# design 1

design_1/registers.png
The bar under the picture is 50 um long.
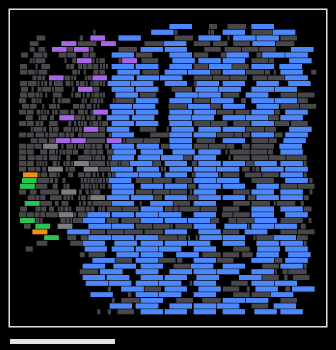
design_1/met2.png
The bar under the picture is 50 um long.
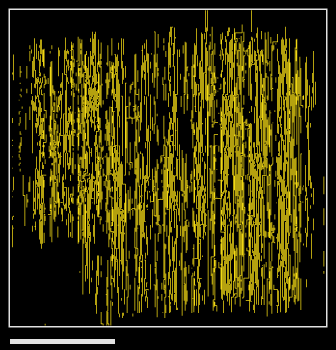
<file path="src/rtl/usb_cdc_pkg.sv">
// Shared types and defaults for the USB CDC receive line assembler.
// States, line completion codes and the default line buffer depth.
package usb_cdc_pkg;

    localparam int MAX_LEN_DEFAULT = 32;
    localparam int TMO_W_DEFAULT   = 16;

    localparam logic [7:0] LF_CHAR = 8'h0A;

    typedef enum logic [1:0] {
        ST_IDLE    = 2'd0,
        ST_COLLECT = 2'd1,
        ST_HOLD    = 2'd2
    } line_state_t;

    typedef enum logic [1:0] {
        LS_EOL      = 2'b00,
        LS_OVERFLOW = 2'b01,
        LS_TIMEOUT  = 2'b10
    } line_status_t;

endpackage

</file>
<file path="src/rtl/usb_cdc_line_ram.sv">
// Line buffer: DEPTH x 8 storage, synchronous write, asynchronous read.
// The consumer reads through the async port while a line is held.
module usb_cdc_line_ram #(
    parameter int DEPTH = 32
) (
    input  logic                     clk,
    input  logic                     we,
    input  logic [$clog2(DEPTH)-1:0] waddr,
    input  logic [7:0]               wdata,
    input  logic [$clog2(DEPTH)-1:0] raddr,
    output logic [7:0]               rdata
);

    logic [7:0] mem [DEPTH];

    always_ff @(posedge clk) begin
        if (we) begin
            mem[waddr] <= wdata;
        end
    end

    assign rdata = mem[raddr];

endmodule

</file>
<file path="src/rtl/usb_cdc_rx_line_assembler.sv">
// Pops bytes from the CDC RX FIFO and assembles them into terminated lines,
// closing a line on terminator, buffer full or inter-byte idle timeout.
//
// state      | meaning
// -----------+-----------------------------------------------
// ST_IDLE    | no bytes buffered (count = 0), popping allowed
// ST_COLLECT | partial line buffered, idle timer running
// ST_HOLD    | complete line offered to the consumer, no pops
module usb_cdc_rx_line_assembler
    import usb_cdc_pkg::*;
#(
    parameter int MAX_LEN = MAX_LEN_DEFAULT,
    parameter int TMO_W   = TMO_W_DEFAULT
) (
    input  logic                       clk,
    input  logic                       rst,
    input  logic                       en,
    input  logic [7:0]                 eol_char,
    input  logic                       drop_lf,
    input  logic [TMO_W-1:0]           timeout,
    output logic                       rx_fifo_rd,
    input  logic [7:0]                 rx_fifo_rdata,
    input  logic                       rx_fifo_empty,
    output logic                       line_valid,
    output logic [$clog2(MAX_LEN):0]   line_len,
    output logic [1:0]                 line_status,
    input  logic [$clog2(MAX_LEN)-1:0] rd_addr,
    output logic [7:0]                 rd_data,
    input  logic                       line_ack
);

    localparam int AW = $clog2(MAX_LEN);
    localparam int CW = AW + 1;
    localparam logic [CW-1:0] FULL_CNT = CW'(MAX_LEN);

    line_state_t  state, state_nxt;
    line_status_t status_q, status_nxt;
    logic [CW-1:0]    count, count_nxt;
    logic [CW-1:0]    len_q, len_nxt;
    logic [TMO_W-1:0] idle_cnt, idle_nxt;

    logic pop;
    logic is_eol;
    logic is_drop;
    logic wr_en;

    // Reset gates the pop so nothing is lost from the FIFO during the reset cycle.
    assign pop     = en & ~rx_fifo_empty & (state != ST_HOLD) & ~rst;
    assign is_eol  = (rx_fifo_rdata == eol_char);
    assign is_drop = drop_lf & (rx_fifo_rdata == LF_CHAR) & ~is_eol;
    assign wr_en   = pop & ~is_eol & ~is_drop;

    always_ff @(posedge clk) begin
        if (rst) begin
            state    <= ST_IDLE;
            count    <= '0;
            idle_cnt <= '0;
            len_q    <= '0;
            status_q <= LS_EOL;
        end else begin
            state    <= state_nxt;
            count    <= count_nxt;
            idle_cnt <= idle_nxt;
            len_q    <= len_nxt;
            status_q <= status_nxt;
        end
    end

    always_comb begin
        state_nxt  = state;
        count_nxt  = count;
        idle_nxt   = idle_cnt;
        len_nxt    = len_q;
        status_nxt = status_q;

        case (state)
            ST_IDLE, ST_COLLECT: begin
                if (pop && is_eol) begin
                    len_nxt    = count;
                    status_nxt = LS_EOL;
                    idle_nxt   = '0;
                    state_nxt  = ST_HOLD;
                end else if (pop && is_drop) begin
                    state_nxt = state;
                end else if (wr_en) begin
                    count_nxt = count + CW'(1);
                    idle_nxt  = '0;
                    if (count_nxt == FULL_CNT) begin
                        len_nxt    = FULL_CNT;
                        status_nxt = LS_OVERFLOW;
                        state_nxt  = ST_HOLD;
                    end else begin
                        state_nxt = ST_COLLECT;
                    end
                end else if (state == ST_COLLECT && timeout != '0 && en) begin
                    // Flush one cycle after the idle count reaches the limit.
                    if (idle_cnt >= timeout) begin
                        len_nxt    = count;
                        status_nxt = LS_TIMEOUT;
                        state_nxt  = ST_HOLD;
                    end else begin
                        idle_nxt = idle_cnt + TMO_W'(1);
                    end
                end
            end
            ST_HOLD: begin
                if (line_ack) begin
                    count_nxt = '0;
                    idle_nxt  = '0;
                    state_nxt = ST_IDLE;
                end
            end
            default: begin
                count_nxt = '0;
                idle_nxt  = '0;
                state_nxt = ST_IDLE;
            end
        endcase
    end

    assign rx_fifo_rd  = pop;
    assign line_valid  = (state == ST_HOLD);
    assign line_len    = len_q;
    assign line_status = status_q;

    usb_cdc_line_ram #(
        .DEPTH (MAX_LEN)
    ) u_line_ram (
        .clk   (clk),
        .we    (wr_en),
        .waddr (count[AW-1:0]),
        .wdata (rx_fifo_rdata),
        .raddr (rd_addr),
        .rdata (rd_data)
    );

endmodule
</file>
<file path="config.mk">
export PLATFORM = sky130hd
export DESIGN_NAME = usb_cdc_rx_line_assembler
export DESIGN_NICKNAME = d
export VERILOG_FILES = /design/src/rtl/usb_cdc_pkg.sv /design/src/rtl/usb_cdc_line_ram.sv /design/src/rtl/usb_cdc_rx_line_assembler.sv
export SDC_FILE = /design/constraint.sdc
export NUM_CORES = 1
export LEC_CHECK = 0
export CORE_MARGIN = 4
export CORE_UTILIZATION = 60
export DETAILED_ROUTE_END_ITERATION = 10
export GPL_TIMING_DRIVEN = 0
export PLACE_DENSITY = 0.9
export SLEW_MARGIN = 10
export SYNTH_ARGS = -nofsm -noshare
export SYNTH_HDL_FRONTEND = slang
export SYNTH_SLANG_ARGS = --single-unit
</file>
<file path="constraint.sdc">
create_clock -name clk -period 3.2 [get_ports clk]
set_input_delay 0.64 -clock clk [delete_from_list [all_inputs] [get_ports clk]]
set_output_delay 0.64 -clock clk [all_outputs]
set_load 0.02 [all_outputs]
</file>
==> results.cfg <==
; implementation run metrics
[grt]
first_global_vias = 7377
grt_busiest_layer = met2
grt_overflow = 0

[synth]
logic_family = multiplexers
synth_cell_type_count = 60
synth_area_um2 = 12200
top_area_cell = edfxtp_1

[power]
p_per_area_nw_per_um2 = 554
power_frac_comb_pct = 7.5
power_switching_mw = 1.72
power_leakage_nw = 4.85

[final_layout]
design_area_um2 = 14600
seq_area_share_pct = 57.0
clock_buffers = 36
final-seq-area_um2 = 8330

[worst_hold_path]
hold_path_depth = 2
holdPathEnd = line_status[1]
hp-start = line_status[1]

[run]
warning_count = 31

[critical_path]
crit_path_end_kind = output port

[floorplan]
initial_core_util_pct = 62.0
num_rows = 51

[clock_tree]
cts_buffer_depth = 3
clkLatencyLatePin_ps = 550

[final_timing]
max_slew.worst_pin.slew_ps = 857

[status]
status = finished, final reports clean

[drt]
drt_iter0_drc = 704
About design_1/registers.png:
signal	color	sequential cells
idle_cnt	purple	16
line_status	orange	2
line_len	green	6
u_line_ram.mem	blue	256

About design_1/met2.png:
share of all routed wire	51%
main direction	vertical
wire length on this layer	15200 um

critical path, cell delays in order:
cell and delay (ps):
buf_16 110, buf_4 140, buf_16 130, mux4_2 550, mux4_2 510, mux2_2 300
buf_2 160
per-layer routing:
layer / routed length [um] / up-vias
met3: 2330 / 60
met4: 924 / 0
met1: 11400 / 3599
li1: - / 3027
met2: 15200 / 441
met5: 0 / -
power by group through the flow:
stage               registers (mW)  clock network [mW]  logic (mW)
global placement              4.20                   0       0.497
CTS                           4.12                3.37       0.578
floorplan                     4.20                   0       0.297
global route                  4.12                3.56       0.645
detailed placement            4.21                   0       0.525
finish                        4.12                3.36       0.606

# design 2

$ cat src/rtl/odometer_seq_ctrl.sv
// Sequencer for one odometer measurement slice: serially loads the control word,
// triggers a measurement, waits for it to finish and returns the scanned-out count.
module odometer_seq_ctrl #(
    parameter int CTRL_W  = 7,
    parameter int DATA_W  = 10,
    parameter int DIV     = 4,
    parameter int TIMEOUT = 50000
) (
    input  logic              CLK,
    input  logic              RESETB,
    input  logic              START_REQ,
    input  logic [CTRL_W-1:0] CTRL_WORD,
    output logic              BUSY,
    output logic              SCAN_IN,
    output logic              SCAN_CLK1,
    output logic              LOAD,
    output logic              MEAS_TRIG,
    input  logic              MEAS_STRESS,
    output logic              SCAN_CLK2,
    input  logic              SCAN_OUT,
    output logic [DATA_W-1:0] RESULT,
    output logic              RESULT_VALID,
    input  logic              RESULT_READY,
    output logic              TIMEOUT_ERR
);

    localparam int MAX_W = (CTRL_W > DATA_W) ? CTRL_W : DATA_W;
    localparam int CNT_W = $clog2(MAX_W + 1);
    localparam logic [7:0]       DIV_LAST  = 8'(DIV - 1);
    localparam logic [15:0]      TO_LIMIT  = 16'(TIMEOUT);
    localparam logic [CNT_W-1:0] CTRL_LAST = CNT_W'(CTRL_W - 1);
    localparam logic [CNT_W-1:0] DATA_LAST = CNT_W'(DATA_W - 1);

    typedef enum logic [2:0] {
        IDLE, SHIFT, LOADP, TRIG, WAIT_RISE, WAIT_FALL, READ, HOLD
    } state_t;

    state_t              state, nxt_state;
    logic [7:0]          div_cnt, nxt_div;
    logic [CNT_W-1:0]    bit_cnt, nxt_bit;
    logic                phase_hi, nxt_phase;
    logic [15:0]         wait_cnt, nxt_wait, wait_inc;
    logic [CTRL_W-1:0]   ctrl_sr, nxt_ctrl_sr;
    logic [DATA_W-1:0]   shadow, nxt_shadow;
    logic                stress_meta, stress_sync;
    logic                div_last;
    logic                nxt_busy, nxt_scan_in, nxt_clk1, nxt_load, nxt_trig, nxt_clk2;
    logic                nxt_valid, nxt_err;
    logic [DATA_W-1:0]   nxt_result;

    // MEAS_STRESS comes from the slice's own timing domain, so it is double-flopped.
    always_ff @(posedge CLK or negedge RESETB) begin
        if (!RESETB) begin
            stress_meta <= 1'b0;
            stress_sync <= 1'b0;
        end else begin
            stress_meta <= MEAS_STRESS;
            stress_sync <= stress_meta;
        end
    end

    always_ff @(posedge CLK or negedge RESETB) begin
        if (!RESETB) begin
            state        <= IDLE;
            div_cnt      <= '0;
            bit_cnt      <= '0;
            phase_hi     <= 1'b0;
            wait_cnt     <= '0;
            ctrl_sr      <= '0;
            shadow       <= '0;
            BUSY         <= 1'b0;
            SCAN_IN      <= 1'b0;
            SCAN_CLK1    <= 1'b0;
            LOAD         <= 1'b0;
            MEAS_TRIG    <= 1'b0;
            SCAN_CLK2    <= 1'b0;
            RESULT       <= '0;
            RESULT_VALID <= 1'b0;
            TIMEOUT_ERR  <= 1'b0;
        end else begin
            state        <= nxt_state;
            div_cnt      <= nxt_div;
            bit_cnt      <= nxt_bit;
            phase_hi     <= nxt_phase;
            wait_cnt     <= nxt_wait;
            ctrl_sr      <= nxt_ctrl_sr;
            shadow       <= nxt_shadow;
            BUSY         <= nxt_busy;
            SCAN_IN      <= nxt_scan_in;
            SCAN_CLK1    <= nxt_clk1;
            LOAD         <= nxt_load;
            MEAS_TRIG    <= nxt_trig;
            SCAN_CLK2    <= nxt_clk2;
            RESULT       <= nxt_result;
            RESULT_VALID <= nxt_valid;
            TIMEOUT_ERR  <= nxt_err;
        end
    end

    // Every output is computed here as a next value, so all of them leave the block registered.
    always_comb begin
        nxt_state   = state;
        nxt_div     = div_cnt;
        nxt_bit     = bit_cnt;
        nxt_phase   = phase_hi;
        nxt_wait    = wait_cnt;
        nxt_ctrl_sr = ctrl_sr;
        nxt_shadow  = shadow;
        nxt_scan_in = SCAN_IN;
        nxt_clk1    = SCAN_CLK1;
        nxt_load    = LOAD;
        nxt_trig    = MEAS_TRIG;
        nxt_clk2    = SCAN_CLK2;
        nxt_result  = RESULT;
        nxt_valid   = RESULT_VALID;
        nxt_err     = TIMEOUT_ERR;
        div_last    = (div_cnt == DIV_LAST);
        wait_inc    = (wait_cnt == 16'hFFFF) ? wait_cnt : wait_cnt + 16'd1;

        case (state)
            IDLE: begin
                if (START_REQ) begin
                    nxt_state   = SHIFT;
                    nxt_scan_in = CTRL_WORD[CTRL_W-1];
                    nxt_ctrl_sr = {CTRL_WORD[CTRL_W-2:0], 1'b0};
                    nxt_clk1    = 1'b0;
                    nxt_div     = '0;
                    nxt_bit     = '0;
                    nxt_phase   = 1'b0;
                    nxt_err     = 1'b0;
                end
            end
            SHIFT: begin
                if (!div_last) begin
                    nxt_div = div_cnt + 8'd1;
                end else begin
                    nxt_div = '0;
                    if (!phase_hi) begin
                        nxt_phase = 1'b1;
                        nxt_clk1  = 1'b1;
                    end else if (bit_cnt == CTRL_LAST) begin
                        nxt_clk1  = 1'b0;
                        nxt_load  = 1'b1;
                        nxt_state = LOADP;
                    end else begin
                        nxt_phase   = 1'b0;
                        nxt_clk1    = 1'b0;
                        nxt_bit     = bit_cnt + 1'b1;
                        nxt_scan_in = ctrl_sr[CTRL_W-1];
                        nxt_ctrl_sr = {ctrl_sr[CTRL_W-2:0], 1'b0};
                    end
                end
            end
            LOADP: begin
                if (!div_last) begin
                    nxt_div = div_cnt + 8'd1;
                end else begin
                    nxt_div   = '0;
                    nxt_load  = 1'b0;
                    nxt_trig  = 1'b1;
                    nxt_state = TRIG;
                end
            end
            TRIG: begin
                if (!div_last) begin
                    nxt_div = div_cnt + 8'd1;
                end else begin
                    nxt_div   = '0;
                    nxt_trig  = 1'b0;
                    nxt_wait  = '0;
                    nxt_state = WAIT_RISE;
                end
            end
            WAIT_RISE: begin
                if (stress_sync) begin
                    nxt_wait  = '0;
                    nxt_state = WAIT_FALL;
                end else begin
                    nxt_wait = wait_inc;
                    if (wait_inc == TO_LIMIT) begin
                        nxt_err   = 1'b1;
                        nxt_state = IDLE;
                    end
                end
            end
            WAIT_FALL: begin
                if (!stress_sync) begin
                    nxt_div   = '0;
                    nxt_bit   = '0;
                    nxt_phase = 1'b0;
                    nxt_clk2  = 1'b0;
                    nxt_state = READ;
                end else begin
                    nxt_wait = wait_inc;
                    if (wait_inc == TO_LIMIT) begin
                        nxt_err   = 1'b1;
                        nxt_state = IDLE;
                    end
                end
            end
            READ: begin
                // The chain presents the LSB first, so samples shift in from the top.
                if (!div_last) begin
                    nxt_div = div_cnt + 8'd1;
                end else begin
                    nxt_div = '0;
                    if (!phase_hi) begin
                        nxt_phase = 1'b1;
                        nxt_clk2  = 1'b1;
                    end else begin
                        nxt_shadow = {SCAN_OUT, shadow[DATA_W-1:1]};
                        nxt_phase  = 1'b0;
                        nxt_clk2   = 1'b0;
                        if (bit_cnt == DATA_LAST) begin
                            nxt_state = HOLD;
                        end else begin
                            nxt_bit = bit_cnt + 1'b1;
                        end
                    end
                end
            end
            HOLD: begin
                if (!RESULT_VALID) begin
                    nxt_result = shadow;
                    nxt_valid  = 1'b1;
                end else if (RESULT_READY) begin
                    nxt_valid  = 1'b0;
                    nxt_state  = IDLE;
                end
            end
            default: nxt_state = IDLE;
        endcase

        nxt_busy = (nxt_state != IDLE);
    end

endmodule
$ cat config.mk
export PLATFORM = sky130hd
export DESIGN_NAME = odometer_seq_ctrl
export DESIGN_NICKNAME = d
export VERILOG_FILES = /design/src/rtl/odometer_seq_ctrl.sv
export SDC_FILE = /design/constraint.sdc
export NUM_CORES = 1
export LEC_CHECK = 0
export ABC_AREA = 1
export CELL_PAD_IN_SITES_DETAIL_PLACEMENT = 1
export CELL_PAD_IN_SITES_GLOBAL_PLACEMENT = 1
export CORE_MARGIN = 1.5
export CORE_UTILIZATION = 30
export DETAILED_ROUTE_END_ITERATION = 10
export PLACE_DENSITY_LB_ADDON = 0.1
export SYNTH_ARGS = -nofsm -noshare
export SYNTH_HDL_FRONTEND = slang
export SYNTH_SLANG_ARGS = --single-unit
$ cat constraint.sdc
create_clock -name CLK -period 2 [get_ports CLK]
set_clock_uncertainty 0.2 [all_clocks]
set_input_delay 0.3 -clock CLK [delete_from_list [all_inputs] [get_ports CLK]]
set_output_delay 0.3 -clock CLK [all_outputs]
set_load 0.05 [all_outputs]
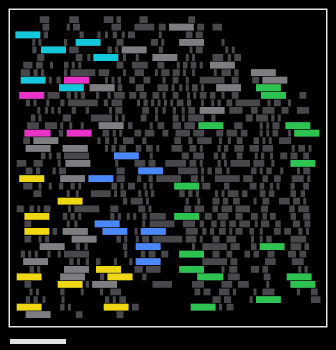
design_2/registers.png
The bar under the picture is 20 um long.
signal	color	sequential cells
ctrl_sr	cyan	6
div_cnt	blue	8
RESULT	yellow	10
wait_cnt	green	16
bit_cnt	magenta	4

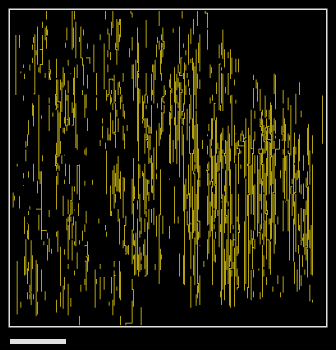
design_2/met2.png
The bar under the picture is 20 um long.
wire length on this layer	5750 um
main direction	vertical
share of all routed wire	50%

==> results.cfg <==
; implementation run metrics
[final_timing]
setup_ws_ps = -171
slew_headroom_pct = 66.5
max_freq_ghz = 0.461
setup_viol = 10
holdWs_ps = 154

[critical_path]
r2r-start = wait_cnt[1]
worst-r2r-cell-count = 14

[synth]
synthAdderAreaFrac_pct = 1.70
synth.most_common_cell = nand2_1
top_area_cell = dfrtp_1
synth_flops = 68

[grt]
grt_util_met1_pct = 22.8
grt_overflow = 0
groute.usage.overall_pct = 18.2

[power]
power_leader = combinational cells

[final_layout]
most-common-layout-cells = buf_4 (86), nand2_1 (81), inv_1 (68)
sh_comb_area_pct = 36.6

[clock_tree]
cts.sinks = 68
cts_buffer_depth = 2
cts_buffers = 9
postCtsHoldBufs = 1

[drt]
drcViolationCount = 0
drt_iter0_drc = 78
wirelength_mm = 11.4
first_pass_iters = 4
ant_nets = 0

[status]
violations = negative setup slack
status = finished, violations left

[floorplan]
die_w_um = 114

[placed_design]
post-place-ws_ps = -282
sequential cells by signal, summed over array words and instances (netlist names):
name	flops
SCAN_CLK2	1
stress_meta	1
LOAD	1
ctrl_sr	6
stress_sync	1
RESULT	10
BUSY	1
SCAN_CLK1	1
state	3
bit_cnt	4
wait_cnt	16
shadow	10
TIMEOUT_ERR	1
MEAS_TRIG	1
div_cnt	8
RESULT_VALID	1
phase_hi	1
SCAN_IN	1

# design 3

design_3/gate_families.png
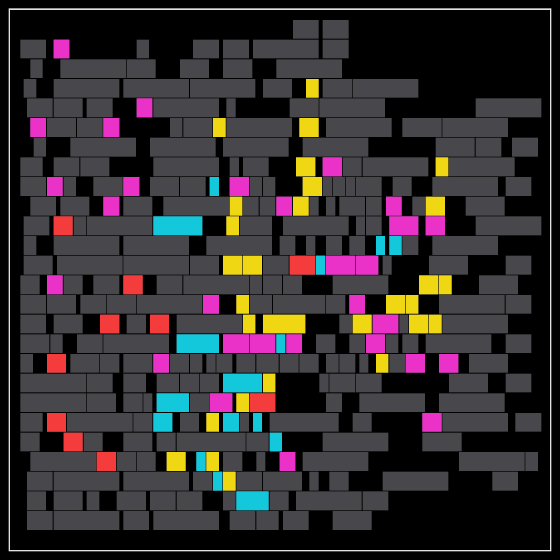
design_3/met2.png
The bar under the picture is 20 um long.
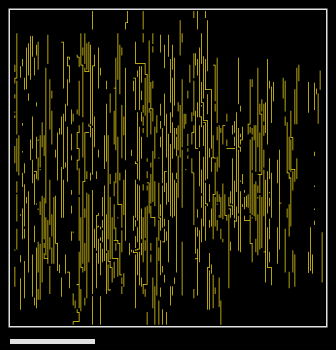
design_3/met3.png
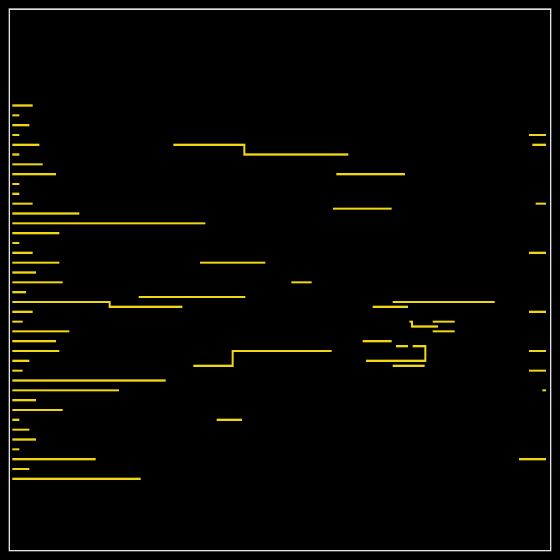
### src/rtl/voltmeter_pkg.sv
// Shared definitions for the voltmeter: conversion widths, default phase
// lengths and the dual-slope sequencer state encoding.
package voltmeter_pkg;

    localparam int          VM_CNT_W     = 16;
    localparam logic [15:0] VM_T_AZ      = 16'd255;
    localparam logic [15:0] VM_MAX_DEINT = 16'hFFFF;

    typedef logic [2:0] state_t;

    localparam state_t ST_IDLE  = 3'd0;
    localparam state_t ST_AZ    = 3'd1;
    localparam state_t ST_BBM1  = 3'd2;
    localparam state_t ST_INT   = 3'd3;
    localparam state_t ST_BBM2  = 3'd4;
    localparam state_t ST_DEINT = 3'd5;
    localparam state_t ST_DONE  = 3'd6;

endpackage

### src/rtl/sync_2ff.sv
// Two-flop synchronizer for a single asynchronous level coming from the
// analog side; output is 0 out of reset.
module sync_2ff (
    input  logic clk_i,
    input  logic rst_ni,
    input  logic d_i,
    output logic q_o
);

    logic meta_q, sync_q;

    always_ff @(posedge clk_i or negedge rst_ni) begin
        if (!rst_ni) begin
            meta_q <= 1'b0;
            sync_q <= 1'b0;
        end else begin
            meta_q <= d_i;
            sync_q <= meta_q;
        end
    end

    assign q_o = sync_q;

endmodule

### src/rtl/dual_slope_ctrl.sv
// Dual-slope ADC sequencer: times auto-zero and integrate through the external
// phase counter, then counts the de-integrate phase itself.
module dual_slope_ctrl
    import voltmeter_pkg::*;
#(
    parameter int               CNT_W     = VM_CNT_W,
    parameter logic [CNT_W-1:0] T_AZ      = VM_T_AZ,
    parameter logic [CNT_W-1:0] MAX_DEINT = VM_MAX_DEINT
) (
    input  logic             clk_i,
    input  logic             rst_ni,
    input  logic             start_i,
    input  logic             abort_i,
    input  logic [CNT_W-1:0] t_int_i,
    input  logic             cmp_i,
    output logic             cnt_en_o,
    output logic [CNT_W-1:0] cnt_count_o,
    input  logic             cnt_busy_i,
    input  logic             cnt_done_i,
    output logic             sw_zero_o,
    output logic             sw_vin_o,
    output logic             sw_vref_o,
    output logic             ready_o,
    output logic             busy_o,
    output logic             valid_o,
    output logic             overrange_o,
    output logic [CNT_W-1:0] result_o
);

    state_t           state_q, state_d;
    logic [CNT_W-1:0] tint_q, tint_d;
    logic [CNT_W-1:0] deint_cnt_q, deint_cnt_d;
    logic [CNT_W-1:0] result_q, result_d;
    logic             ovr_q, ovr_d;
    logic             ld_q, ld_d;
    logic             run_q;
    logic             cmp_s;
    logic             accept;
    logic             deint_max;

    sync_2ff u_cmp_sync (
        .clk_i  (clk_i),
        .rst_ni (rst_ni),
        .d_i    (cmp_i),
        .q_o    (cmp_s)
    );

    // run_q keeps ready_o low while reset is held, so every output reads 0.
    assign accept    = (state_q == ST_IDLE) && run_q && !cnt_busy_i && start_i;
    assign deint_max = (deint_cnt_q == MAX_DEINT);

    always_ff @(posedge clk_i or negedge rst_ni) begin
        if (!rst_ni) begin
            state_q     <= ST_IDLE;
            tint_q      <= '0;
            deint_cnt_q <= '0;
            result_q    <= '0;
            ovr_q       <= 1'b0;
            ld_q        <= 1'b0;
            run_q       <= 1'b0;
        end else begin
            state_q     <= state_d;
            tint_q      <= tint_d;
            deint_cnt_q <= deint_cnt_d;
            result_q    <= result_d;
            ovr_q       <= ovr_d;
            ld_q        <= ld_d;
            run_q       <= 1'b1;
        end
    end

    always_comb begin
        state_d = state_q;
        case (state_q)
            ST_IDLE:  if (accept)               state_d = ST_AZ;
            ST_AZ:    if (cnt_done_i)           state_d = ST_BBM1;
            ST_BBM1:                            state_d = ST_INT;
            ST_INT:   if (cnt_done_i)           state_d = ST_BBM2;
            ST_BBM2:                            state_d = ST_DEINT;
            ST_DEINT: if (deint_max || !cmp_s)  state_d = ST_DONE;
            ST_DONE:                            state_d = ST_IDLE;
            default:                            state_d = ST_IDLE;
        endcase
        // Abort wins over every other exit condition.
        if (abort_i && state_q != ST_IDLE) state_d = ST_IDLE;
    end

    always_comb begin
        tint_d      = accept ? t_int_i : tint_q;
        deint_cnt_d = deint_cnt_q;
        result_d    = result_q;
        ovr_d       = ovr_q;
        ld_d        = (state_d == ST_AZ  && state_q != ST_AZ) ||
                      (state_d == ST_INT && state_q != ST_INT);
        if (state_d == ST_DEINT && state_q != ST_DEINT)
            deint_cnt_d = '0;
        else if (state_q == ST_DEINT && cmp_s && !deint_max)
            deint_cnt_d = deint_cnt_q + CNT_W'(1);
        // Saturated count already equals MAX_DEINT, so it doubles as the result.
        if (state_q == ST_DEINT && state_d == ST_DONE) begin
            result_d = deint_cnt_q;
            ovr_d    = deint_max;
        end
    end

    always_comb begin
        sw_zero_o   = 1'b0;
        sw_vin_o    = 1'b0;
        sw_vref_o   = 1'b0;
        cnt_count_o = '0;
        case (state_q)
            ST_AZ: begin
                sw_zero_o   = 1'b1;
                cnt_count_o = T_AZ;
            end
            ST_INT: begin
                sw_vin_o    = 1'b1;
                cnt_count_o = tint_q;
            end
            ST_DEINT: sw_vref_o = 1'b1;
            default: ;
        endcase
        cnt_en_o    = ld_q;
        ready_o     = (state_q == ST_IDLE) && run_q && !cnt_busy_i;
        busy_o      = (state_q != ST_IDLE);
        valid_o     = (state_q == ST_DONE);
        overrange_o = ovr_q;
        result_o    = result_q;
    end

endmodule

### config.mk
export PLATFORM = sky130hd
export DESIGN_NAME = dual_slope_ctrl
export DESIGN_NICKNAME = d
export VERILOG_FILES = /design/src/rtl/voltmeter_pkg.sv /design/src/rtl/sync_2ff.sv /design/src/rtl/dual_slope_ctrl.sv
export SDC_FILE = /design/constraint.sdc
export NUM_CORES = 1
export LEC_CHECK = 0
export ABC_AREA = 0
export CORE_UTILIZATION = 52
export CTS_BUF_LIST = sky130_fd_sc_hd__clkbuf_2
export DETAILED_ROUTE_END_ITERATION = 8
export PLACE_DENSITY = 0.88
export SLEW_MARGIN = 20
export SYNTH_ARGS = -nofsm -noshare
export SYNTH_HDL_FRONTEND = slang
export SYNTH_SLANG_ARGS = --single-unit
### constraint.sdc
create_clock -name clk_i -period 2.15 [get_ports clk_i]
set_input_delay 0.3225 -clock clk_i [delete_from_list [all_inputs] [get_ports clk_i]]
set_output_delay 0.3225 -clock clk_i [all_outputs]
set_load 0.02 [all_outputs]
==> results.cfg <==
; implementation run metrics
[critical_path]
reg2reg_slack_ps = 90
critPathKind = reg -> out
path_depth = 5
crit_path_max_incr_delay_ps = 530
worst-path-buf-inv = 3

[final_timing]
drv_slew = 0
max_freq_ghz = 0.472
fin_crit_sh_pct = 98.6

[power]
pg_comb_mw = 2.24
power_leakage_nw = 1.70
design_power_total_mw = 4.61
power_leader = combinational cells
power_frac_comb_pct = 48.7

[final_layout]
logic_gates = 159
n_antenna_cell = 0
stdcell_count = 386
sh_comb_area_pct = 35.7
most-common-layout-cells = dfrtp_1 (54), clkdlybuf4s50_1 (39), buf_4 (29)

[placed_design]
dp_hpwl_mm = 4.43
dpl_cell_area_um2 = 3530
gp_congestion = 0.888
post-place-ws_ps = 143

[synth]
ys_sh_xor_pct = 0.636
simple_gate_share_pct = 19.0
mux_area_share_pct = 16.1
top_area_share_pct = 50.9

[drt]
ant_nets = 0
wl_met1_mm = 2.56
wirelength_mm = 6.20

[floorplan]
die_h_um = 74.8
initial_core_util_pct = 53.9
die_w_um = 74.8

[status]
status = finished, final reports clean

[run]
maxCapViolations = 0
warning_count = 26

[clock_tree]
clkLatencyLatePin_ps = 460
Notes on design_3/gate_families.png above:
family	color	cells
NOR gates	cyan	16
AND-OR and OR-AND gates	red	10
inverting AOI/OAI gates	yellow	29
AND and OR gates	magenta	29

Notes on design_3/met2.png above:
wire length on this layer	3210 um
main direction	vertical

Notes on design_3/met3.png above:
nets with wire on the layer	61
longest straight run	26.4 um
wire length on this layer	377 um

==> cell usage after synthesis, drive strengths merged <==
cell type	n
and4	4
o31ai	8
nand4b	2
a31oi	1
a22oi	1
clkinv	1
and2	8
buf	9
xnor2	1
nand2	13
ha	1
o21ai	8
nor4b	1
or2	2
mux2	32
nand3	5
nor2	7
or4b	1
a41o	1
xor2	1
nor4	1
or4	7
nand4	11
nor3b	4
and4b	1
nor3	3
o211a	1
conb	1
and3b	1
a21o	8
and3	5
dfrtp	56
a21oi	9
mux2i	5
nand2b	3
inv	2
clkbuf	2
o211ai	2


==> layout pictures side by side <==
Congestion heat map.
picture 1
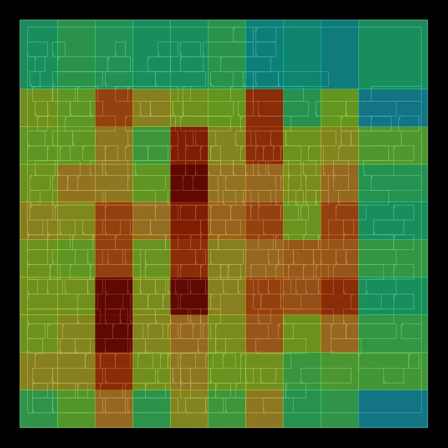
picture 2
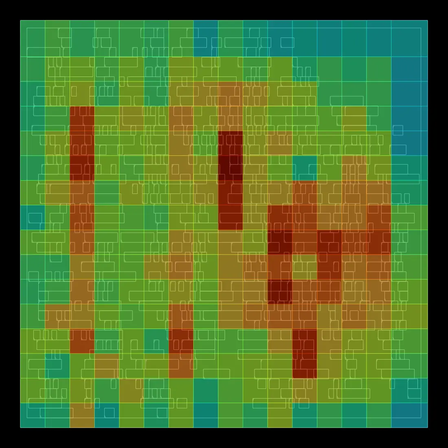
picture 3
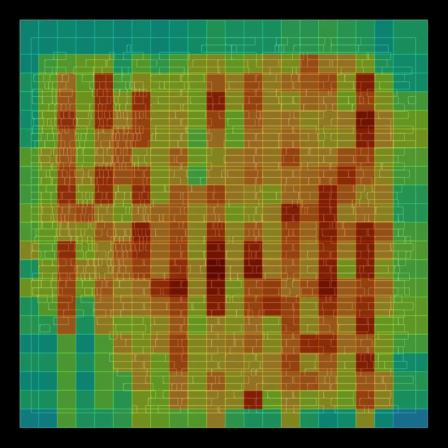
| from | picture |
|---|---|
| design 2 | picture 2 |
| design 1 | picture 3 |
| design 3 | picture 1 |
- lowest track usage: picture 2

No activity file was given, so power comes from the tool's default toggle rates.
